# lcd_frame_scheduler_flat

### Placement view, lcd_frame_scheduler_flat

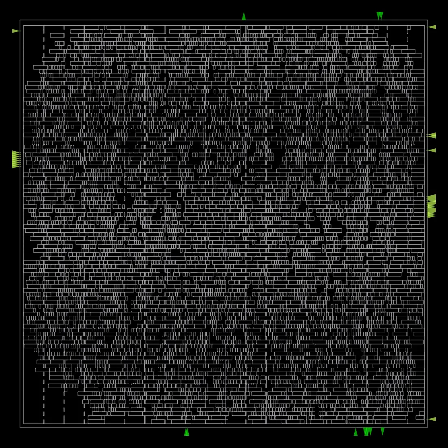

<file path="config.mk">
export PLATFORM = sky130hd
export DESIGN_NAME = lcd_frame_scheduler_flat
export DESIGN_NICKNAME = d
export VERILOG_FILES = /design/src/rtl/lcd_frame_scheduler_if.sv /design/src/rtl/lcd_frame_scheduler.sv /design/src/flat_wrapper.sv
export SDC_FILE = /design/constraint.sdc
export NUM_CORES = 2
export LEC_CHECK = 0
export ABC_AREA = 1
export CAP_MARGIN = 40
export CORE_MARGIN = 2
export CORE_UTILIZATION = 50
export DETAILED_ROUTE_END_ITERATION = 10
export HOLD_SLACK_MARGIN = 0.02
export PLACE_DENSITY = 0.66
export SLEW_MARGIN = 15
export SYNTH_ARGS = -nofsm -noshare
export SYNTH_HDL_FRONTEND = slang
export SYNTH_SLANG_ARGS = --single-unit
</file>
<file path="constraint.sdc">
create_clock -name clk -period 2.65 [get_ports clk]
set_input_delay 0.53 -clock clk [delete_from_list [all_inputs] [get_ports clk]]
set_output_delay 0.53 -clock clk [all_outputs]
set_load 0.05 [all_outputs]
</file>
<file path="src/rtl/lcd_frame_scheduler_if.sv">
// Writer and LCD-controller signals of the frame scheduler, bundled as one port.
// master = writer plus LCD controller side, slave = the scheduler itself.
interface lcd_frame_scheduler_if;
    logic       wr_en;
    logic [4:0] wr_addr;
    logic [7:0] wr_data;
    logic       wr_ready;
    logic       commit;
    logic [6:0] char_address;
    logic [7:0] lcd_data_out;
    logic       update_n;
    logic       busy;
    logic       timeout_err;

    modport master (
        output wr_en, wr_addr, wr_data, commit, char_address,
        input  wr_ready, lcd_data_out, update_n, busy, timeout_err
    );

    modport slave (
        input  wr_en, wr_addr, wr_data, commit, char_address,
        output wr_ready, lcd_data_out, update_n, busy, timeout_err
    );
endinterface

</file>
<file path="src/rtl/lcd_frame_scheduler.sv">
// Double-buffered 32-character LCD frame store with a refresh handshake,
// a request timeout and an enforced minimum gap between refreshes.
module lcd_frame_scheduler #(
    parameter int         CHARS       = 32,
    parameter int         MIN_GAP     = 50000,
    parameter int         REQ_TIMEOUT = 2000000,
    parameter logic [7:0] FILL        = 8'h20
) (
    input  logic                 clk,
    input  logic                 reset,
    lcd_frame_scheduler_if.slave bus
);
    localparam int             GW        = $clog2(MIN_GAP + 1);
    localparam int             TW        = $clog2(REQ_TIMEOUT + 1);
    localparam logic [GW-1:0]  GAP_LAST  = GW'(MIN_GAP - 1);
    localparam logic [TW-1:0]  TMO_LAST  = TW'(REQ_TIMEOUT - 1);
    localparam logic [4:0]     COPY_LAST = 5'(CHARS - 1);
    localparam logic [6:0]     CHARS_CA  = 7'(CHARS);

    typedef enum logic [2:0] {IDLE, COPY, REQ, XFER, GAP} state_t;

    state_t        state_reg, state_next;
    logic          bank_sel_reg;
    logic          pending_reg;
    logic [4:0]    copy_idx_reg;
    logic [GW-1:0] gap_cnt_reg;
    logic [TW-1:0] tmo_cnt_reg;
    logic          timeout_err_reg;
    logic          update_n_reg;
    logic [6:0]    ca_s1_reg, ca_s2_reg, ca_prev_reg, ca_q_reg;
    logic [7:0]    bank_mem [2][CHARS];

    logic swap;
    logic timeout_hit;
    logic wr_ready;
    logic wr_fire;
    logic commit_fire;
    logic back_sel;

    // char_address comes from a slow divided domain: synchronise, then only
    // accept a value once it has been seen on two consecutive samples.
    always_ff @(posedge clk or negedge reset) begin
        if (!reset) begin
            ca_s1_reg   <= '0;
            ca_s2_reg   <= '0;
            ca_prev_reg <= '0;
            ca_q_reg    <= '0;
        end else begin
            ca_s1_reg   <= bus.char_address;
            ca_s2_reg   <= ca_s1_reg;
            ca_prev_reg <= ca_s2_reg;
            if (ca_s2_reg == ca_prev_reg)
                ca_q_reg <= ca_s2_reg;
        end
    end

    assign back_sel    = ~bank_sel_reg;
    assign wr_ready    = !pending_reg && (state_reg != COPY);
    assign wr_fire     = bus.wr_en && wr_ready;
    assign commit_fire = bus.commit && wr_ready;

    always_comb begin
        state_next  = state_reg;
        swap        = 1'b0;
        timeout_hit = 1'b0;
        case (state_reg)
            IDLE: begin
                if (pending_reg) begin
                    swap       = 1'b1;
                    state_next = COPY;
                end
            end
            COPY: begin
                if (copy_idx_reg == COPY_LAST)
                    state_next = REQ;
            end
            REQ: begin
                if (ca_q_reg != 7'd0) begin
                    state_next = XFER;
                end else if (tmo_cnt_reg == TMO_LAST) begin
                    timeout_hit = 1'b1;
                    state_next  = IDLE;
                end
            end
            XFER: begin
                if (ca_q_reg == 7'd0)
                    state_next = GAP;
            end
            GAP: begin
                if (gap_cnt_reg == GAP_LAST)
                    state_next = IDLE;
            end
            default: state_next = IDLE;
        endcase
    end

    always_ff @(posedge clk or negedge reset) begin
        if (!reset) begin
            state_reg       <= IDLE;
            bank_sel_reg    <= 1'b0;
            pending_reg     <= 1'b0;
            copy_idx_reg    <= '0;
            gap_cnt_reg     <= '0;
            tmo_cnt_reg     <= '0;
            timeout_err_reg <= 1'b0;
            update_n_reg    <= 1'b1;
        end else begin
            state_reg <= state_next;
            if (swap)
                bank_sel_reg <= ~bank_sel_reg;
            if (swap)
                pending_reg <= 1'b0;
            else if (commit_fire)
                pending_reg <= 1'b1;
            copy_idx_reg <= (state_reg == COPY) ? copy_idx_reg + 5'd1 : 5'd0;
            // Both counters hold at their terminal value instead of wrapping.
            if (state_reg != GAP)
                gap_cnt_reg <= '0;
            else if (gap_cnt_reg != GAP_LAST)
                gap_cnt_reg <= gap_cnt_reg + 1'b1;
            if (state_reg != REQ)
                tmo_cnt_reg <= '0;
            else if (tmo_cnt_reg != TMO_LAST)
                tmo_cnt_reg <= tmo_cnt_reg + 1'b1;
            if (timeout_hit)
                timeout_err_reg <= 1'b1;
            // Registered so the strobe rises on the same edge that leaves REQ.
            update_n_reg <= (state_next != REQ);
        end
    end

    // Writer edits land in the back bank; COPY refreshes the back bank from
    // the freshly swapped front so incremental edits start from what is shown.
    always_ff @(posedge clk or negedge reset) begin
        if (!reset) begin
            for (int b = 0; b < 2; b++)
                for (int i = 0; i < CHARS; i++)
                    bank_mem[b][i] <= FILL;
        end else if (wr_fire) begin
            bank_mem[back_sel][bus.wr_addr] <= bus.wr_data;
        end else if (state_reg == COPY) begin
            bank_mem[back_sel][copy_idx_reg] <= bank_mem[bank_sel_reg][copy_idx_reg];
        end
    end

    assign bus.lcd_data_out = (bus.char_address < CHARS_CA)
                              ? bank_mem[bank_sel_reg][bus.char_address[4:0]]
                              : FILL;
    assign bus.wr_ready     = wr_ready;
    assign bus.update_n     = update_n_reg;
    assign bus.busy         = (state_reg != IDLE);
    assign bus.timeout_err  = timeout_err_reg;
endmodule
</file>
<file path="src/flat_wrapper.sv">
// flat-port wrapper written by rule: the top's interface ports become plain ports
module lcd_frame_scheduler_flat 
#(
    parameter int         CHARS       = 32,
    parameter int         MIN_GAP     = 50000,
    parameter int         REQ_TIMEOUT = 2000000,
    parameter logic [7:0] FILL        = 8'h20
)
  (clk, reset, bus_wr_en, bus_wr_addr, bus_wr_data, bus_commit, bus_char_address, bus_wr_ready, bus_lcd_data_out, bus_update_n, bus_busy, bus_timeout_err);
  lcd_frame_scheduler_if bus_i ();
  input  logic clk;
  input  logic reset;
  input wire logic [$bits(bus_i.wr_en)-1:0] bus_wr_en;
  input wire logic [$bits(bus_i.wr_addr)-1:0] bus_wr_addr;
  input wire logic [$bits(bus_i.wr_data)-1:0] bus_wr_data;
  input wire logic [$bits(bus_i.commit)-1:0] bus_commit;
  input wire logic [$bits(bus_i.char_address)-1:0] bus_char_address;
  output wire logic [$bits(bus_i.wr_ready)-1:0] bus_wr_ready;
  output wire logic [$bits(bus_i.lcd_data_out)-1:0] bus_lcd_data_out;
  output wire logic [$bits(bus_i.update_n)-1:0] bus_update_n;
  output wire logic [$bits(bus_i.busy)-1:0] bus_busy;
  output wire logic [$bits(bus_i.timeout_err)-1:0] bus_timeout_err;
  assign bus_i.wr_en = bus_wr_en;
  assign bus_i.wr_addr = bus_wr_addr;
  assign bus_i.wr_data = bus_wr_data;
  assign bus_i.commit = bus_commit;
  assign bus_i.char_address = bus_char_address;
  assign bus_wr_ready = bus_i.wr_ready;
  assign bus_lcd_data_out = bus_i.lcd_data_out;
  assign bus_update_n = bus_i.update_n;
  assign bus_busy = bus_i.busy;
  assign bus_timeout_err = bus_i.timeout_err;
  lcd_frame_scheduler #(.CHARS(CHARS), .MIN_GAP(MIN_GAP), .REQ_TIMEOUT(REQ_TIMEOUT), .FILL(FILL)) u_core (.clk(clk), .reset(reset), .bus(bus_i));
endmodule
</file>
# noc_link_pipe_flat

<file path="config.mk">
export PLATFORM = sky130hd
export DESIGN_NAME = noc_link_pipe_flat
export DESIGN_NICKNAME = d
export VERILOG_FILES = /design/src/rtl/noc_link_pipe_if.sv /design/src/rtl/noc_link_pipe.sv /design/src/flat_wrapper.sv
export SDC_FILE = /design/constraint.sdc
export NUM_CORES = 1
export LEC_CHECK = 0
export CELL_PAD_IN_SITES_DETAIL_PLACEMENT = 1
export CELL_PAD_IN_SITES_GLOBAL_PLACEMENT = 1
export CORE_ASPECT_RATIO = 1.2
export CORE_UTILIZATION = 40
export DETAILED_ROUTE_END_ITERATION = 10
export GPL_TIMING_DRIVEN = 1
export PLACE_DENSITY_LB_ADDON = 0.1
export SETUP_SLACK_MARGIN = 0.3
export SLEW_MARGIN = 20
export SYNTH_ARGS = -nofsm -noshare
export SYNTH_HDL_FRONTEND = slang
export SYNTH_SLANG_ARGS = --single-unit
</file>
<file path="constraint.sdc">
create_clock -name noc_clk -period 17.1 [get_ports noc_clk]
set_input_delay 1.71 -clock noc_clk [delete_from_list [all_inputs] [get_ports noc_clk]]
set_output_delay 1.71 -clock noc_clk [all_outputs]
set_load 0.01 [all_outputs]
</file>
<file path="src/rtl/noc_link_pipe_if.sv">
// Flit link handshake bundle: valid/flit travel downstream, ready/vc_ready travel upstream.
// The link consumes one bundle as slave (rx side) and drives one as master (tx side).
interface noc_link_pipe_if #(
  parameter int FLIT_WIDTH = 64,
  parameter int VC_NUM     = 2
);
  logic                  valid;
  logic                  ready;
  logic [FLIT_WIDTH-1:0] flit;
  logic [VC_NUM-1:0]     vc_ready;

  modport master (output valid, output flit, input ready, input vc_ready);
  modport slave  (input valid, input flit, output ready, output vc_ready);
endinterface

</file>
<file path="src/rtl/noc_link_pipe.sv">
// NoC link pipeline: STAGES two-entry elastic stages plus a STAGES-deep per-VC ready delay line.
// Optional macro NOC_LINK_STATS_EN adds saturating tx transfer / stall counters.
module noc_link_pipe #(
  parameter int FLIT_WIDTH = 64,
  parameter int VC_NUM     = 2,
  parameter int STAGES     = 2
) (
  input  logic            noc_clk,
  input  logic            noc_rst,
  noc_link_pipe_if.slave  rx,
  noc_link_pipe_if.master tx
`ifdef NOC_LINK_STATS_EN
  ,
  output logic [31:0]     stat_flit_cnt,
  output logic [31:0]     stat_stall_cnt
`endif
);

  if (STAGES < 1 || STAGES > 8) begin : g_bad_stages
    $error("noc_link_pipe: STAGES=%0d outside legal range 1..8", STAGES);
  end
  if (VC_NUM < 1 || VC_NUM > 8) begin : g_bad_vc_num
    $error("noc_link_pipe: VC_NUM=%0d outside legal range 1..8", VC_NUM);
  end

  typedef enum logic [1:0] {
    EMPTY = 2'd0,
    HALF  = 2'd1,
    FULL  = 2'd2
  } stage_e;

  // Chain index s is the input of stage s; index STAGES is the link output.
  logic [STAGES:0]                 vld;
  logic [STAGES:0]                 rdy;
  logic [STAGES:0][FLIT_WIDTH-1:0] dat;
  logic                            tx_vld;

  assign vld[0]      = rx.valid;
  assign dat[0]      = rx.flit;
  assign rx.ready    = rdy[0];
  assign rdy[STAGES] = tx.ready;

  for (genvar s = 0; s < STAGES; s++) begin : g_stage
    stage_e                state_q, state_d;
    logic                  ready_q;
    logic [FLIT_WIDTH-1:0] head_q, head_d;
    logic [FLIT_WIDTH-1:0] skid_q, skid_d;
    logic                  out_vld;
    logic                  push;
    logic                  pop;

    assign out_vld  = (state_q != EMPTY);
    assign push     = vld[s] & ready_q;
    assign pop      = out_vld & rdy[s+1];
    assign rdy[s]   = ready_q;
    assign vld[s+1] = out_vld;
    assign dat[s+1] = head_q;

    always_comb begin
      state_d = state_q;
      head_d  = head_q;
      skid_d  = skid_q;
      unique case (state_q)
        EMPTY: begin
          if (push) begin
            state_d = HALF;
            head_d  = dat[s];
          end
        end
        HALF: begin
          if (push && pop) begin
            head_d = dat[s];
          end else if (push) begin
            state_d = FULL;
            skid_d  = dat[s];
          end else if (pop) begin
            state_d = EMPTY;
          end
        end
        FULL: begin
          // ready_q is low here, so only a pop can happen
          if (pop) begin
            state_d = HALF;
            head_d  = skid_q;
          end
        end
        default: state_d = EMPTY;
      endcase
    end

    always_ff @(posedge noc_clk) begin
      if (noc_rst) begin
        state_q <= EMPTY;
        ready_q <= 1'b0;
      end else begin
        state_q <= state_d;
        ready_q <= (state_d != FULL);
      end
    end

    always_ff @(posedge noc_clk) begin
      head_q <= head_d;
      skid_q <= skid_d;
    end
  end

  // Masking with reset keeps a discarded flit from handshaking in the reset cycle.
  assign tx_vld   = vld[STAGES] & ~noc_rst;
  assign tx.valid = tx_vld;
  assign tx.flit  = dat[STAGES];

  logic [STAGES-1:0][VC_NUM-1:0] vc_q;

  always_ff @(posedge noc_clk) begin
    if (noc_rst) begin
      vc_q <= '0;
    end else begin
      vc_q[0] <= tx.vc_ready;
      for (int i = 1; i < STAGES; i++) begin
        vc_q[i] <= vc_q[i-1];
      end
    end
  end

  assign rx.vc_ready = vc_q[STAGES-1];

`ifdef NOC_LINK_STATS_EN
  logic [31:0] stat_flit_cnt_q;
  logic [31:0] stat_stall_cnt_q;

  function automatic logic [31:0] sat_inc(input logic [31:0] v);
    return (v == 32'hFFFF_FFFF) ? v : v + 32'd1;
  endfunction

  always_ff @(posedge noc_clk) begin
    if (noc_rst) begin
      stat_flit_cnt_q  <= '0;
      stat_stall_cnt_q <= '0;
    end else begin
      if (tx_vld && tx.ready) begin
        stat_flit_cnt_q <= sat_inc(stat_flit_cnt_q);
      end
      if (tx_vld && !tx.ready) begin
        stat_stall_cnt_q <= sat_inc(stat_stall_cnt_q);
      end
    end
  end

  assign stat_flit_cnt  = stat_flit_cnt_q;
  assign stat_stall_cnt = stat_stall_cnt_q;
`endif

endmodule
</file>
<file path="src/flat_wrapper.sv">
// flat-port wrapper written by rule: the top's interface ports become plain ports
module noc_link_pipe_flat 
#(
  parameter int FLIT_WIDTH = 64,
  parameter int VC_NUM     = 2,
  parameter int STAGES     = 2
)
  (noc_clk, noc_rst, rx_valid, rx_flit, rx_ready, rx_vc_ready, tx_valid, tx_flit, tx_ready, tx_vc_ready);
  noc_link_pipe_if #(.FLIT_WIDTH(FLIT_WIDTH), .VC_NUM(VC_NUM)) rx_i ();
  noc_link_pipe_if #(.FLIT_WIDTH(FLIT_WIDTH), .VC_NUM(VC_NUM)) tx_i ();
  input  logic noc_clk;
  input  logic noc_rst;
  input wire logic [$bits(rx_i.valid)-1:0] rx_valid;
  input wire logic [$bits(rx_i.flit)-1:0] rx_flit;
  output wire logic [$bits(rx_i.ready)-1:0] rx_ready;
  output wire logic [$bits(rx_i.vc_ready)-1:0] rx_vc_ready;
  output wire logic [$bits(tx_i.valid)-1:0] tx_valid;
  output wire logic [$bits(tx_i.flit)-1:0] tx_flit;
  input wire logic [$bits(tx_i.ready)-1:0] tx_ready;
  input wire logic [$bits(tx_i.vc_ready)-1:0] tx_vc_ready;
  assign rx_i.valid = rx_valid;
  assign rx_i.flit = rx_flit;
  assign rx_ready = rx_i.ready;
  assign rx_vc_ready = rx_i.vc_ready;
  assign tx_valid = tx_i.valid;
  assign tx_flit = tx_i.flit;
  assign tx_i.ready = tx_ready;
  assign tx_i.vc_ready = tx_vc_ready;
  noc_link_pipe #(.FLIT_WIDTH(FLIT_WIDTH), .VC_NUM(VC_NUM), .STAGES(STAGES)) u_core (.noc_clk(noc_clk), .noc_rst(noc_rst), .rx(rx_i), .tx(tx_i));
endmodule
</file>
# cci_delta_gen

==> config.mk <==
export PLATFORM = sky130hd
export DESIGN_NAME = cci_delta_gen
export DESIGN_NICKNAME = d
export VERILOG_FILES = /design/src/rtl/cci_delta_gen_pkg.sv /design/src/rtl/cci_delta_sat.sv /design/src/rtl/cci_delta_gen.sv
export SDC_FILE = /design/constraint.sdc
export NUM_CORES = 1
export LEC_CHECK = 0
export CORE_MARGIN = 2
export CORE_UTILIZATION = 40
export CTS_CLUSTER_DIAMETER = 30
export DETAILED_ROUTE_END_ITERATION = 7
export HOLD_SLACK_MARGIN = 0.05
export PLACE_DENSITY = 0.64
export SYNTH_ARGS = -nofsm -noshare
export SYNTH_HDL_FRONTEND = slang
export SYNTH_SLANG_ARGS = --single-unit
==> constraint.sdc <==
create_clock -name clk -period 3.3 [get_ports clk]
set_clock_uncertainty 0.05 [all_clocks]
set_input_delay 0.66 -clock clk [delete_from_list [all_inputs] [get_ports clk]]
set_output_delay 0.66 -clock clk [all_outputs]
set_load 0.02 [all_outputs]
==> src/rtl/cci_delta_gen_pkg.sv <==
// Shared types and constants for the CCI delta generator and the downstream distortion stage.
package cci_delta_gen_pkg;

    typedef logic signed [15:0] delta_t;

    // Voltages are unsigned fixed point with this many fractional bits.
    localparam int unsigned VoltFracBits = 11;

    typedef enum logic [2:0] {
        StIdle,
        StFill,
        StRun,
        StFlush,
        StDone
    } state_e;

endpackage

==> src/rtl/cci_delta_sat.sv <==
// Combinational aggressor delta: 17-bit signed subtract, saturated to 16 bits signed.
module cci_delta_sat
    import cci_delta_gen_pkg::*;
(
    input  logic [15:0] after_i,
    input  logic [15:0] before_i,
    output delta_t      delta_o
);

    localparam logic signed [16:0] SatMax = 17'sd32767;
    localparam logic signed [16:0] SatMin = -17'sd32768;

    logic signed [16:0] diff;

    assign diff = $signed({1'b0, after_i}) - $signed({1'b0, before_i});

    always_comb begin
        if (diff > SatMax) begin
            delta_o = 16'sh7FFF;
        end else if (diff < SatMin) begin
            delta_o = 16'sh8000;
        end else begin
            delta_o = diff[15:0];
        end
    end

endmodule

==> src/rtl/cci_delta_gen.sv <==
// Streams one wordline of cells, emitting per victim the left/vertical/right aggressor deltas,
// paced so successive outEn strobes are at least MIN_GAP cycles apart.
module cci_delta_gen
    import cci_delta_gen_pkg::*;
#(
    parameter int unsigned NUM_BL  = 32,
    parameter int unsigned MIN_GAP = 4
) (
    input  logic        clk,
    input  logic        rst_n,
    input  logic        start,
    input  logic        inValid,
    output logic        inReady,
    input  logic [31:0] aggressorVoltage,
    input  logic [31:0] victimVoltage,
    output logic        outEn,
    output logic [31:0] outVictimVoltage,
    output logic [15:0] XY_CCI_left,
    output logic [15:0] Y_CCI,
    output logic [15:0] XY_CCI_right,
    output logic        rowDone
);

    localparam int unsigned IdxW = (NUM_BL > 1) ? $clog2(NUM_BL) : 1;
    localparam int unsigned GapW = (MIN_GAP > 1) ? $clog2(MIN_GAP) : 1;
    localparam logic [IdxW-1:0] LastIdx = IdxW'(NUM_BL - 1);
    localparam logic [GapW-1:0] GapLoad = GapW'(MIN_GAP - 1);

    state_e          state_q, state_d;
    delta_t          d_prev_q, d_prev_d;
    delta_t          d_cur_q, d_cur_d;
    logic [31:0]     v_cur_q, v_cur_d;
    logic [IdxW-1:0] idx_q, idx_d;
    logic [GapW-1:0] gap_q, gap_d;
    delta_t          left_q, left_d;
    delta_t          y_q, y_d;
    delta_t          right_q, right_d;
    logic [31:0]     vic_q, vic_d;
    logic            en_q, en_d;
    logic            done_q, done_d;
    delta_t          d_new;
    logic            accept;

    cci_delta_sat u_sat (
        .after_i  (aggressorVoltage[31:16]),
        .before_i (aggressorVoltage[15:0]),
        .delta_o  (d_new)
    );

    // A registered strobe counts as pending, so a new sample waits for both it and the gap.
    always_comb begin
        inReady = 1'b0;
        unique case (state_q)
            StFill:  inReady = 1'b1;
            StRun:   inReady = (gap_q == '0) && !en_q;
            default: inReady = 1'b0;
        endcase
    end

    assign accept = inValid && inReady;

    always_comb begin
        state_d  = state_q;
        d_prev_d = d_prev_q;
        d_cur_d  = d_cur_q;
        v_cur_d  = v_cur_q;
        idx_d    = idx_q;
        left_d   = left_q;
        y_d      = y_q;
        right_d  = right_q;
        vic_d    = vic_q;
        en_d     = 1'b0;
        done_d   = 1'b0;
        gap_d    = (gap_q != '0) ? gap_q - 1'b1 : gap_q;

        // start wins over everything, including a sample accepted in the same cycle.
        if (start) begin
            state_d  = StFill;
            d_prev_d = '0;
            d_cur_d  = '0;
            v_cur_d  = '0;
            idx_d    = '0;
        end else begin
            unique case (state_q)
                StIdle: ;
                StFill: begin
                    if (accept) begin
                        d_cur_d = d_new;
                        v_cur_d = victimVoltage;
                        idx_d   = idx_q + 1'b1;
                        state_d = StRun;
                    end
                end
                StRun: begin
                    if (accept) begin
                        en_d     = 1'b1;
                        gap_d    = GapLoad;
                        left_d   = d_prev_q;
                        y_d      = d_cur_q;
                        right_d  = d_new;
                        vic_d    = v_cur_q;
                        d_prev_d = d_cur_q;
                        d_cur_d  = d_new;
                        v_cur_d  = victimVoltage;
                        if (idx_q == LastIdx) begin
                            state_d = StFlush;
                        end else begin
                            idx_d = idx_q + 1'b1;
                        end
                    end
                end
                StFlush: begin
                    if (gap_q == '0) begin
                        en_d    = 1'b1;
                        gap_d   = GapLoad;
                        left_d  = d_prev_q;
                        y_d     = d_cur_q;
                        right_d = '0;
                        vic_d   = v_cur_q;
                        state_d = StDone;
                    end
                end
                StDone: begin
                    done_d  = 1'b1;
                    state_d = StIdle;
                end
                default: state_d = StIdle;
            endcase
        end
    end

    always_ff @(posedge clk or negedge rst_n) begin
        if (!rst_n) begin
            state_q  <= StIdle;
            d_prev_q <= '0;
            d_cur_q  <= '0;
            v_cur_q  <= '0;
            idx_q    <= '0;
            gap_q    <= '0;
            left_q   <= '0;
            y_q      <= '0;
            right_q  <= '0;
            vic_q    <= '0;
            en_q     <= 1'b0;
            done_q   <= 1'b0;
        end else begin
            state_q  <= state_d;
            d_prev_q <= d_prev_d;
            d_cur_q  <= d_cur_d;
            v_cur_q  <= v_cur_d;
            idx_q    <= idx_d;
            gap_q    <= gap_d;
            left_q   <= left_d;
            y_q      <= y_d;
            right_q  <= right_d;
            vic_q    <= vic_d;
            en_q     <= en_d;
            done_q   <= done_d;
        end
    end

    assign outEn            = en_q;
    assign rowDone          = done_q;
    assign outVictimVoltage = vic_q;
    assign XY_CCI_left      = left_q;
    assign Y_CCI            = y_q;
    assign XY_CCI_right     = right_q;

endmodule

# mpi_recv_responder

===== config.mk =====
export PLATFORM = sky130hd
export DESIGN_NAME = mpi_recv_responder
export DESIGN_NICKNAME = d
export VERILOG_FILES = /design/src/rtl/mpi_recv_responder.sv
export SDC_FILE = /design/constraint.sdc
export NUM_CORES = 1
export LEC_CHECK = 0
export CAP_MARGIN = 20
export CORE_ASPECT_RATIO = 1.75
export CORE_MARGIN = 2
export CORE_UTILIZATION = 35
export DETAILED_ROUTE_END_ITERATION = 12
export PLACE_DENSITY = 0.82
export SLEW_MARGIN = 20
export SYNTH_ARGS = -nofsm -noshare
export SYNTH_HDL_FRONTEND = slang
export SYNTH_SLANG_ARGS = --single-unit

===== constraint.sdc =====
create_clock -name clk -period 4.5 [get_ports clk]
set_input_delay 0.675 -clock clk [delete_from_list [all_inputs] [get_ports clk]]
set_output_delay 0.675 -clock clk [all_outputs]
set_load 0.05 [all_outputs]

===== src/rtl/mpi_recv_responder.sv =====
// Purpose: MPI rendezvous receiver; accepts SYNC_ENV, replies CLR2SND, forwards DATA payload, replies DONE.
// Latency: CLR2SND valid CTS_DELAY+1 cycles after envelope last; payload passes through with zero latency.
// Backpressure: stream_out held stable until stream_out_ready; payload stream_in_ready follows data_out_ready.
// Build option: define MPI_LEN_CHECK_EN to count payload bytes and report RECV_ERROR on a size mismatch.
module mpi_recv_responder #(
   parameter logic [15:0] MY_RANK   = 16'd0,
   parameter int unsigned CTS_DELAY = 4
) (
   input  logic        clk,
   input  logic        reset,
   input  logic [63:0] stream_in_data,
   input  logic [7:0]  stream_in_keep,
   input  logic        stream_in_last,
   input  logic        stream_in_valid,
   output logic        stream_in_ready,
   output logic [63:0] stream_out_data,
   output logic [7:0]  stream_out_keep,
   output logic        stream_out_last,
   output logic        stream_out_valid,
   input  logic        stream_out_ready,
   output logic [63:0] data_out_data,
   output logic [7:0]  data_out_keep,
   output logic        data_out_last,
   output logic        data_out_valid,
   input  logic        data_out_ready,
   output logic [7:0]  peer_rank,
   output logic        busy,
   output logic [15:0] drop_count
);

   localparam logic [2:0] S_IDLE      = 3'd0;
   localparam logic [2:0] S_DRAIN_ENV = 3'd1;
   localparam logic [2:0] S_CTS_WAIT  = 3'd2;
   localparam logic [2:0] S_SEND_CTS  = 3'd3;
   localparam logic [2:0] S_WAIT_DATA = 3'd4;
   localparam logic [2:0] S_PAYLOAD   = 3'd5;
   localparam logic [2:0] S_SEND_DONE = 3'd6;
   localparam logic [2:0] S_DISCARD   = 3'd7;

   // Packet types used by this responder (ASYNC_ENV=3 is never accepted, so it is simply dropped).
   localparam logic [7:0] T_SYNC_ENV = 8'd0;
   localparam logic [7:0] T_CLR2SND  = 8'd1;
   localparam logic [7:0] T_DATA     = 8'd2;
   localparam logic [7:0] T_DONE     = 8'd5;

   localparam logic [7:0] CTS_DLY = CTS_DELAY[7:0];

   logic [2:0]  state;
   logic [2:0]  disc_ret;
   logic [7:0]  tag_q;
   logic [15:0] size_q;
   logic [7:0]  dly_cnt;
   logic [7:0]  done_type;
   logic [15:0] done_size;

   // Header field views of the current inbound word
   logic [7:0]  hdr_tag;
   logic [15:0] hdr_size;
   logic [7:0]  hdr_type;
   logic [7:0]  hdr_src;
   logic [15:0] hdr_dst;
   logic        in_acc;

   assign hdr_tag  = stream_in_data[55:48];
   assign hdr_size = stream_in_data[47:32];
   assign hdr_type = stream_in_data[31:24];
   assign hdr_src  = stream_in_data[23:16];
   assign hdr_dst  = stream_in_data[15:0];
   assign in_acc   = stream_in_valid && stream_in_ready;
   assign busy     = (state != S_IDLE);

   // Inbound ready per state and zero-latency payload pass-through
   always_comb begin
      stream_in_ready = 1'b0;
      data_out_data   = 64'd0;
      data_out_keep   = 8'd0;
      data_out_last   = 1'b0;
      data_out_valid  = 1'b0;
      case (state)
         S_IDLE, S_DRAIN_ENV, S_WAIT_DATA, S_DISCARD: stream_in_ready = 1'b1;
         S_PAYLOAD: begin
            stream_in_ready = data_out_ready;
            data_out_data   = stream_in_data;
            data_out_keep   = stream_in_keep;
            data_out_last   = stream_in_last;
            data_out_valid  = stream_in_valid;
         end
         default: stream_in_ready = 1'b0;
      endcase
   end

`ifdef MPI_LEN_CHECK_EN
   localparam logic [7:0] T_RECV_ERROR = 8'd4;

   logic [15:0] byte_cnt;
   logic [15:0] exp_size;
   logic [3:0]  beat_bytes;
   logic [15:0] byte_total;
   logic [15:0] fin_cnt;
   logic [15:0] fin_exp;

   // Byte count of the current inbound beat
   always_comb begin
      beat_bytes = 4'd0;
      for (int i = 0; i < 8; i++) beat_bytes = beat_bytes + {3'd0, stream_in_keep[i]};
   end

   assign byte_total = byte_cnt + {12'd0, beat_bytes};

   // Completion type: a header-only DATA packet carries zero payload bytes
   always_comb begin
      if (state == S_WAIT_DATA) begin
         fin_cnt = 16'd0;
         fin_exp = hdr_size;
      end else begin
         fin_cnt = byte_total;
         fin_exp = exp_size;
      end
      done_type = (fin_cnt != fin_exp) ? T_RECV_ERROR : T_DONE;
      done_size = (fin_cnt != fin_exp) ? fin_cnt : 16'd0;
   end
`else
   assign done_type = T_DONE;
   assign done_size = 16'd0;
`endif

   // Main control FSM with registered outbound header beat
   always_ff @(posedge clk or posedge reset) begin
      if (reset) begin
         state            <= S_IDLE;
         disc_ret         <= S_IDLE;
         tag_q            <= 8'd0;
         size_q           <= 16'd0;
         dly_cnt          <= 8'd0;
         peer_rank        <= 8'd0;
         drop_count       <= 16'd0;
         stream_out_data  <= 64'd0;
         stream_out_keep  <= 8'd0;
         stream_out_last  <= 1'b0;
         stream_out_valid <= 1'b0;
`ifdef MPI_LEN_CHECK_EN
         byte_cnt         <= 16'd0;
         exp_size         <= 16'd0;
`endif
      end else begin
         case (state)
            S_IDLE: if (in_acc) begin
               if (hdr_type == T_SYNC_ENV && hdr_dst == MY_RANK) begin
                  peer_rank <= hdr_src;
                  tag_q     <= hdr_tag;
                  size_q    <= hdr_size;
                  dly_cnt   <= 8'd0;
                  state     <= stream_in_last ? S_CTS_WAIT : S_DRAIN_ENV;
               end else begin
                  if (drop_count != 16'hFFFF) drop_count <= drop_count + 16'd1;
                  disc_ret <= S_IDLE;
                  state    <= stream_in_last ? S_IDLE : S_DISCARD;
               end
            end
            S_DRAIN_ENV: if (in_acc && stream_in_last) begin
               dly_cnt <= 8'd0;
               state   <= S_CTS_WAIT;
            end
            S_CTS_WAIT: begin
               if (dly_cnt == CTS_DLY) begin
                  stream_out_data  <= {8'd1, tag_q, size_q, T_CLR2SND, MY_RANK[7:0], 8'd0, peer_rank};
                  stream_out_keep  <= 8'hFF;
                  stream_out_last  <= 1'b1;
                  stream_out_valid <= 1'b1;
                  state            <= S_SEND_CTS;
               end else begin
                  dly_cnt <= dly_cnt + 8'd1;
               end
            end
            S_SEND_CTS: if (stream_out_ready) begin
               stream_out_valid <= 1'b0;
               state            <= S_WAIT_DATA;
            end
            S_WAIT_DATA: if (in_acc) begin
               if (hdr_type == T_DATA && hdr_src == peer_rank && hdr_dst == MY_RANK) begin
`ifdef MPI_LEN_CHECK_EN
                  byte_cnt <= 16'd0;
                  exp_size <= hdr_size;
`endif
                  if (stream_in_last) begin
                     stream_out_data  <= {8'd1, tag_q, done_size, done_type, MY_RANK[7:0], 8'd0, peer_rank};
                     stream_out_keep  <= 8'hFF;
                     stream_out_last  <= 1'b1;
                     stream_out_valid <= 1'b1;
                     state            <= S_SEND_DONE;
                  end else begin
                     state <= S_PAYLOAD;
                  end
               end else begin
                  if (drop_count != 16'hFFFF) drop_count <= drop_count + 16'd1;
                  disc_ret <= S_WAIT_DATA;
                  state    <= stream_in_last ? S_WAIT_DATA : S_DISCARD;
               end
            end
            S_PAYLOAD: if (in_acc) begin
`ifdef MPI_LEN_CHECK_EN
               byte_cnt <= byte_total;
`endif
               if (stream_in_last) begin
                  stream_out_data  <= {8'd1, tag_q, done_size, done_type, MY_RANK[7:0], 8'd0, peer_rank};
                  stream_out_keep  <= 8'hFF;
                  stream_out_last  <= 1'b1;
                  stream_out_valid <= 1'b1;
                  state            <= S_SEND_DONE;
               end
            end
            S_SEND_DONE: if (stream_out_ready) begin
               stream_out_valid <= 1'b0;
               state            <= S_IDLE;
            end
            S_DISCARD: if (in_acc && stream_in_last) state <= disc_ret;
            default: state <= S_IDLE;
         endcase
      end
   end

endmodule

### Placement by cell class, noc_link_pipe_flat

Scale bar: 50 um.
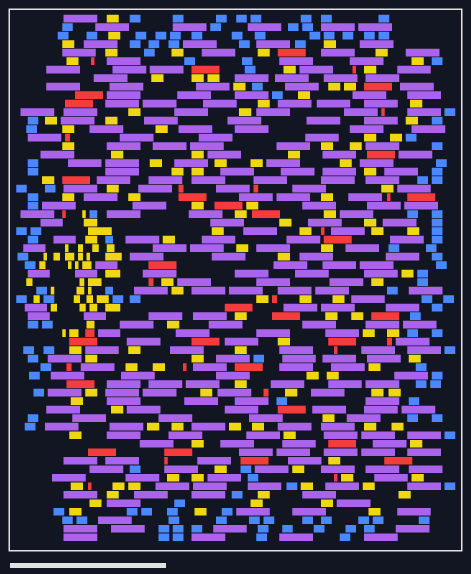
legend:
  yellow:
    class: all other logic
    cells: 164
    share_of_their_area: 15%
  blue:
    class: other buffers and delay cells
    cells: 140
    share_of_their_area: 12%
  red:
    class: clock drivers and dummy loads
    cells: 47
    share_of_their_area: 6.5%
  purple:
    class: flops
    cells: 266
    share_of_their_area: 67%

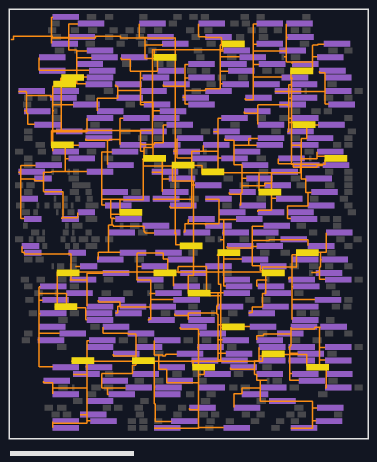
*Clock wires, drivers and flops, noc_link_pipe_flat*
Scale bar: 50 um.
legend:
  yellow:
    item: cells driving clock nets
    count: 27
  purple:
    item: flip-flops
    count: 266
  orange:
    item: clock wires
    length: 3150 um
flops lie: widely spread
routed clock nets: 28

==> impl_metrics.toml, noc_link_pipe_flat <==
# synthesis and place-and-route metrics
[worst_setup_path]
setup.worst_path.start = "noc_rst"
crit_family = "buffers and inverters"
crit_type = "primary input to primary output"
critPathBufInv = 2

[routing]
viasPerCell = 4.86
wl_met1_um = 7580
dr_wl_met2_um = 9300

[finish]
logic_area_um2 = 1710
sh_seq_area_pct = 64.9
comb_cells = 164
clock_area_share_pct = 6.30
syn_to_final_growth_pct = 25.1
buffers = 140

[logic_synthesis]
yosysCellCount = 448
adder_share_pct = 0
ys_seq_share_pct = 81.1

[run_status]
status = "complete, no violations"

[grt]
use_met1_pct = 18.3
gr-usage-all-layers_pct = 14.9
grt-ovfl-total = 0

[power_and_ir_drop]
clkPwrFrac_pct = 38.5
p_leak_nw = 3.99
p_int_mw = 1.07
power.density_nw_per_um2 = 110

[placement]
portBuffers = 137

[cts]
cts_resized = 0
clk_pin_slew_ns = 0.06
clock_sinks = 266

[timing]
skew_ns = 0.0166
==> noc_link_pipe_flat: cell usage in the layout, fill, tap and decap left out, drive strengths merged, types with 2 or more instances in the layout <==
| cell | count |
|---|---|
| clkinv | 14 |
| nor3b | 2 |
| nor2b | 6 |
| clkbuf | 33 |
| nand3b | 3 |
| nand2 | 4 |
| nor2 | 6 |
| buf | 3 |
| clkdlybuf4s50 | 137 |
| dfxtp | 10 |
| nand2b | 3 |
| edfxtp | 256 |
| mux2 | 129 |
==> noc_link_pipe_flat: through the flow <==
stage / setup WS, ns / hold WS, ns / cell area [um2] / cells / util, %
floorplan: 9.94 / 0.414 / 9720 / 448 / -
global placement: 12.34 / 0.427 / 11400 / 890 / 47.7
detailed placement: 12.34 / 0.431 / 11400 / 890 / 47.7
CTS: 12.33 / 0.442 / 12200 / 937 / 50.9
global route: 12.23 / 0.458 / 12200 / 937 / 50.9
finish: 12.32 / 0.440 / 12200 / 937 / 50.9
==> noc_link_pipe_flat: kinds of logic (layout without fill, tap and decap cells) <==
logic type,Yosys count,in the layout
buf+inv,18,187
compound gates,8,8
simple gates,27,27
flops,266,266
mux,129,129
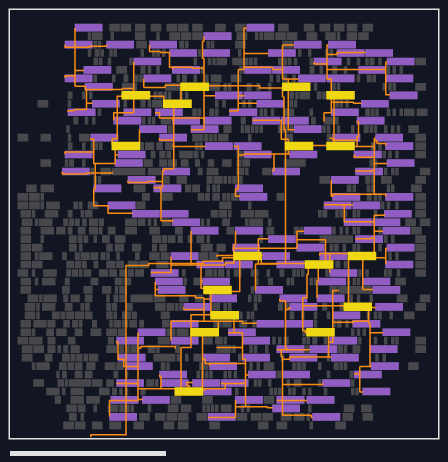
*Clock wires, drivers and flops, cci_delta_gen*
Scale bar: 50 um.
legend:
  yellow:
    item: cells driving clock nets
    count: 17
  orange:
    item: clock wires
    length: 1910 um
  purple:
    item: flip-flops
    count: 156
routed clock nets: 18

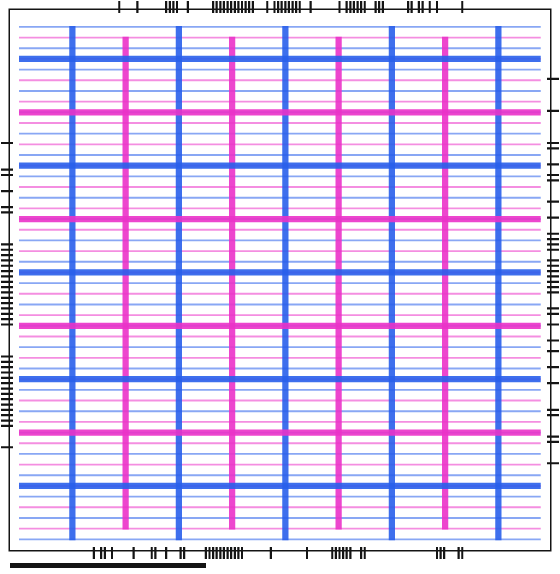
*Supply network, cci_delta_gen*
Scale bar: 50 um. Pins as bars on the die edge.
legend:
  blue:
    net: VSS
  magenta:
    net: VDD
signal pins: 151
met4 straps: 9

==> impl_metrics.toml, cci_delta_gen <==
# synthesis and place-and-route metrics
[placement]
placed_area_um2 = 9160
place_ws_ns = -0.260

[logic_synthesis]
syn_nets = 888
yosysCellCount = 797
synth_area_per_cell_um2 = 8.96
ys_seq_share_pct = 54.7

[finish]
syn_to_final_growth_pct = 37.1
nClkBuffers = 22
mostFrequentLayoutCells = "306 x nand2_1, 156 x dfrtp_1, 148 x clkdlybuf4s50_1"
fin_nets = 1064
antenna_cells = 0

[routing]
top_layer_used = "met5"
drc = 0
drt-pass1-iter-count = 4

[cts]
numCtsBuffers = 17
clockBufferDepth = 2
clk_root_buffer_cell = "clkbuf_16"

[grt]
grt-ovfl-total = 0
grt_pass1_vias = 5750

[timing]
rsz0062_at_grt = "no"
finalCritPeriodShare_pct = 92.5
slew_viol_final = 0
tightest_slew_ns = 0.815

[power_and_ir_drop]
swShare_pct = 32.8

[run_status]
status = "complete, no violations"

[die]
dieArea_um2 = 18900
nWellTaps = 225
cci_delta_gen: worst paths after layout:
path	startpoint	end	slack, ns	depth (start not counted)
max reg2reg	gap_q[0]	idx_q[3]	0.79	8
max in group asynchronous	rst_n	gap_q[1]	2.23	2
max	aggressorVoltage[4]	XY_CCI_right[5]	0.25	10
min reg2reg	outVictimVoltage[15]	outVictimVoltage[15]	0.41	2
min in group clk	outVictimVoltage[15]	outVictimVoltage[15]	0.41	2
min	rst_n	XY_CCI_right[10]	0.16	1
cci_delta_gen: logic make-up (layout without fill, tap and decap cells):
logic type,Yosys count,in the layout
AND/OR/NAND/NOR,380,380
flip-flops,156,156
AND-OR/OR-AND,143,143
buffers and inverters,67,256
adder cells (fa/ha/maj),37,37
XOR/XNOR,12,12
multiplexers,2,2
cci_delta_gen: cell usage after synthesis, drive strengths merged (8+ instances only):
cell type / number / area [um2]
nor2: 38 / 143
ha: 22 / 275
a21oi: 71 / 355
inv: 24 / 90.1
xnor2: 11 / 96.3
a22o: 13 / 114
a211oi: 8 / 60.1
dfrtp: 156 / 3900
buf: 12 / 61.3
nand2: 307 / 1150
clkbuf: 31 / 116
maj3: 14 / 149
o21ai: 21 / 105
o21a: 14 / 105
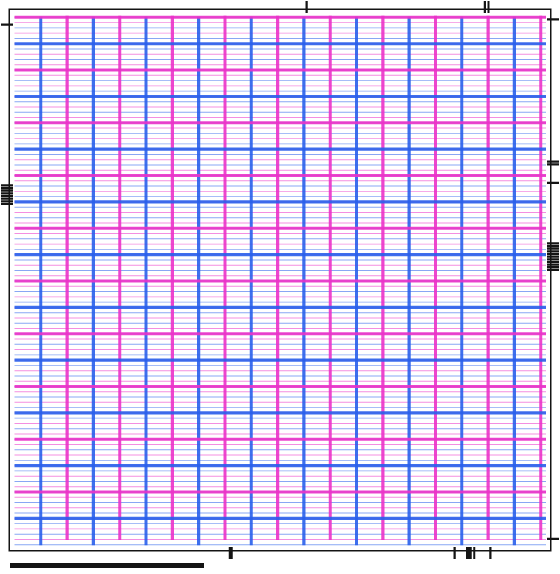
*Supply network, lcd_frame_scheduler_flat*
Scale bar: 100 um. Pins as bars on the die edge.
legend:
  magenta:
    net: VDD
  blue:
    net: VSS
rows: 100
met1 rails: 101

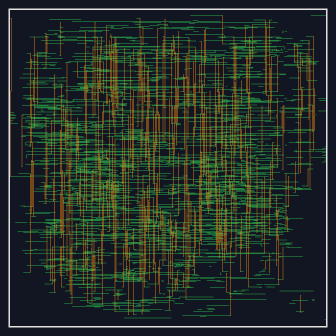
*Wiring by layer, lcd_frame_scheduler_flat*
Only two layers are drawn.
legend:
  green:
    layer: met3
    wire_length: 23.5 mm
  orange:
    layer: met4
    wire_length: 14800 um

## Picture notes: 'Placement view' of lcd_frame_scheduler_flat
flip-flops: 589
FP Rows: 100

==> impl_metrics.toml, lcd_frame_scheduler_flat <==
# synthesis and place-and-route metrics
[finish]
syn_to_final_growth_pct = 31.9
layout.nonclk_buf_share_pct = 15.4
drive_gt1_share_pct = 24.7

[worst_setup_path]
endpoint_kind = "primary output"
critical_path_arrival_ns = 2.98

[run_status]
failed_checks = "negative setup slack"
status = "complete, but fails checks"

[timing]
hold_viol_final = 0
final.min_clock_period_ns = 3.51
layout_setup_ws_ns = -0.860
setup_viol = 460
maxSlewHeadroom_pct = 49.5

[die]
nWellTaps = 969

[routing]
drc = 0
wl_met3_um = 23500
routedWlPerCell_um = 25.3
viasPerCell = 6.20

[cts]
clockBufferDepth = 3

[grt]
grt_max_degree = 73

[logic_synthesis]
synthFlopType = "dfrtp_1"
synth_area_per_cell_um2 = 6.72
ys_seq_share_pct = 39.3
synth_top_cell_by_count = "nand2_1"
edf_count = 0

[power_and_ir_drop]
p_seq_share_pct = 22.2
lcd_frame_scheduler_flat: kinds of logic (layout without fill, tap and decap cells):
logic type	count (synthesis)	in the layout	share of synthesized area [%]
and+or+nand+nor	3390	3392	37.9
AOI/OAI and AO/OA	1038	1038	15.6
DFF	589	589	39.3
buffers and inverters	562	1045	6.50
xor gates and xnor gates	19	19	0.442
adders and majority gates	7	7	0.232
other	0	1	0
lcd_frame_scheduler_flat: placed cells by master, fill, tap and decap left out, drive strengths merged:
cell           count
nor4               8
or2                2
buf              597
xor2              14
xnor2              5
nor3              54
o211ai            45
nand3            578
clkinvlp           2
dlygate4sd3        1
nand2           1656
clkbuf           121
bufbuf             6
o21a              48
clkinv            17
inv              274
a21oi            808
diode              1
and3               1
o2111ai            1
o21ai             78
clkdlybuf4s50     22
nor2            1081
ha                 7
dfstp             65
nand4             11
a21boi             1
a22oi             26
o22ai             22
o21bai             2
nand3b             1
bufinv             5
a31oi              7
dfrtp            524
lcd_frame_scheduler_flat: worst max-delay path: cells and delay by family, from the launching register on:
kind / cells / cell delay, ns
AND/OR/NAND/NOR: 7 / 1.00
buffers and inverters: 5 / 0.66
flip-flops: 1 / 0.54
AND-OR/OR-AND: 1 / 0.12
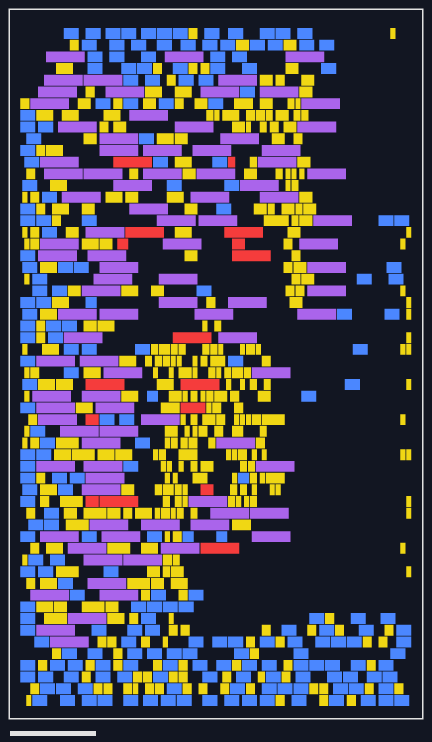
*Placement by cell class, mpi_recv_responder*
Scale bar: 20 um.
legend:
  yellow:
    class: all other logic
    cells: 360
    share_of_their_area: 33%
  red:
    class: clock drivers and dummy loads
    cells: 16
    share_of_their_area: 3.9%
  purple:
    class: flops
    cells: 96
    share_of_their_area: 32%
  blue:
    class: other buffers and delay cells
    cells: 227
    share_of_their_area: 30%

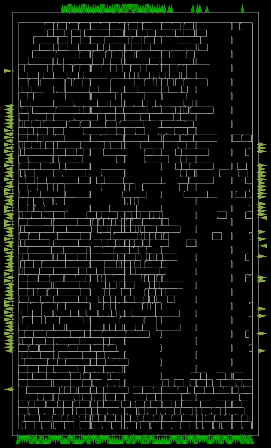
*Placement view, mpi_recv_responder*
Filler cells: 1297
sequential share of cell area: 31.4%

==> impl_metrics.toml, mpi_recv_responder <==
# synthesis and place-and-route metrics
[logic_synthesis]
adder_share_pct = 1.41
synth_top_cell_by_count = "dfrtp_1"
synthFlopType = "dfrtp_1"
ys_area_um2 = 5160
ys_seq_share_pct = 46.6
yosys_warnings = 0
ys_sh_simple_pct = 20.5

[cts]
holdBufCountCts = 0
numCtsBuffers = 9
cts_resized = 0
clockBufferDepth = 2

[power_and_ir_drop]
switchingPower_mw = 1.49
combPwrFrac_pct = 45.7

[finish]
buffers = 227
comb_cells = 348
largest_class = "logic gates"

[grt]
busiest_layer = "met2"
met2_usage_pct = 31.9

[worst_setup_path]
critPathBufInv = 2
worst-path-max-fanout = 53

[die]
placementRows = 58
pin_count = 252
fp-utilization_pct = 35.9

[routing]
routedWlPerCell_um = 16.4
ant_nets = 0

[run_status]
status = "complete, no violations"
[mpi_recv_responder: per-stage QoR]
step | power, mW | setup slack (ns) | hold slack, ns | util, % | instances
global placement | 2.57 | 1.12 | 0.456 | 51.1 | 863
CTS | 3.33 | 0.696 | 0.476 | 53.1 | 879
global route | 3.48 | 0.468 | 0.520 | 53.2 | 879
floorplan | 2.15 | 1.32 | 0.459 | - | 517
finish | 3.31 | 0.695 | 0.476 | 53.2 | 879
detailed placement | 2.59 | 1.06 | 0.459 | 51.1 | 863
[mpi_recv_responder: final timing paths]
kind,startpoint,slack (ns),to,cells past startpoint
worst max-delay path,state[0],0.70,data_out_data[13],5
max in group asynchronous,reset,2.96,dly_cnt[7],3
min in group asynchronous,reset,0.83,drop_count[1],2
worst min-delay path,stream_out_last,0.48,stream_out_last,1
worst min register to register,stream_out_last,0.48,stream_out_last,1
worst max register to register,state[0],1.53,stream_out_data[54],7
[mpi_recv_responder: flip-flops by register name (all words and copies together), names as in the netlist]
signal and cells:
peer_rank 8, stream_out_last 1, disc_ret 1, dly_cnt 8, size_q 16, tag_q 8, stream_out_valid 1, state 3
stream_out_keep 1, drop_count 16, stream_out_data 33


==> screenshots <==
Wiring by layer.
Only two layers are drawn.
panel A
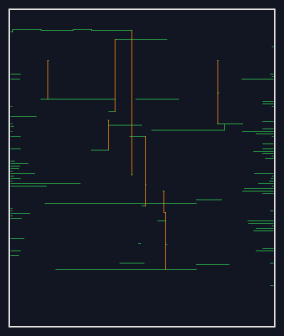
panel B
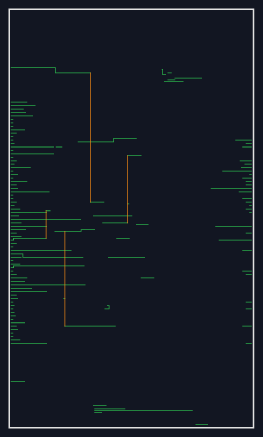
panel C
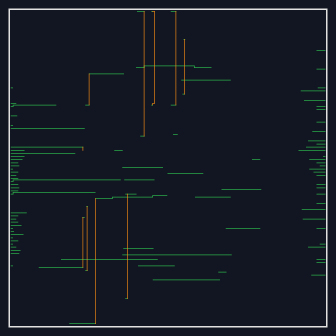
For noc_link_pipe_flat, see panel A.
For mpi_recv_responder, see panel B.
For cci_delta_gen, see panel C.
Of these, least wire: panel B

Power is estimated from default activity; no workload was simulated.
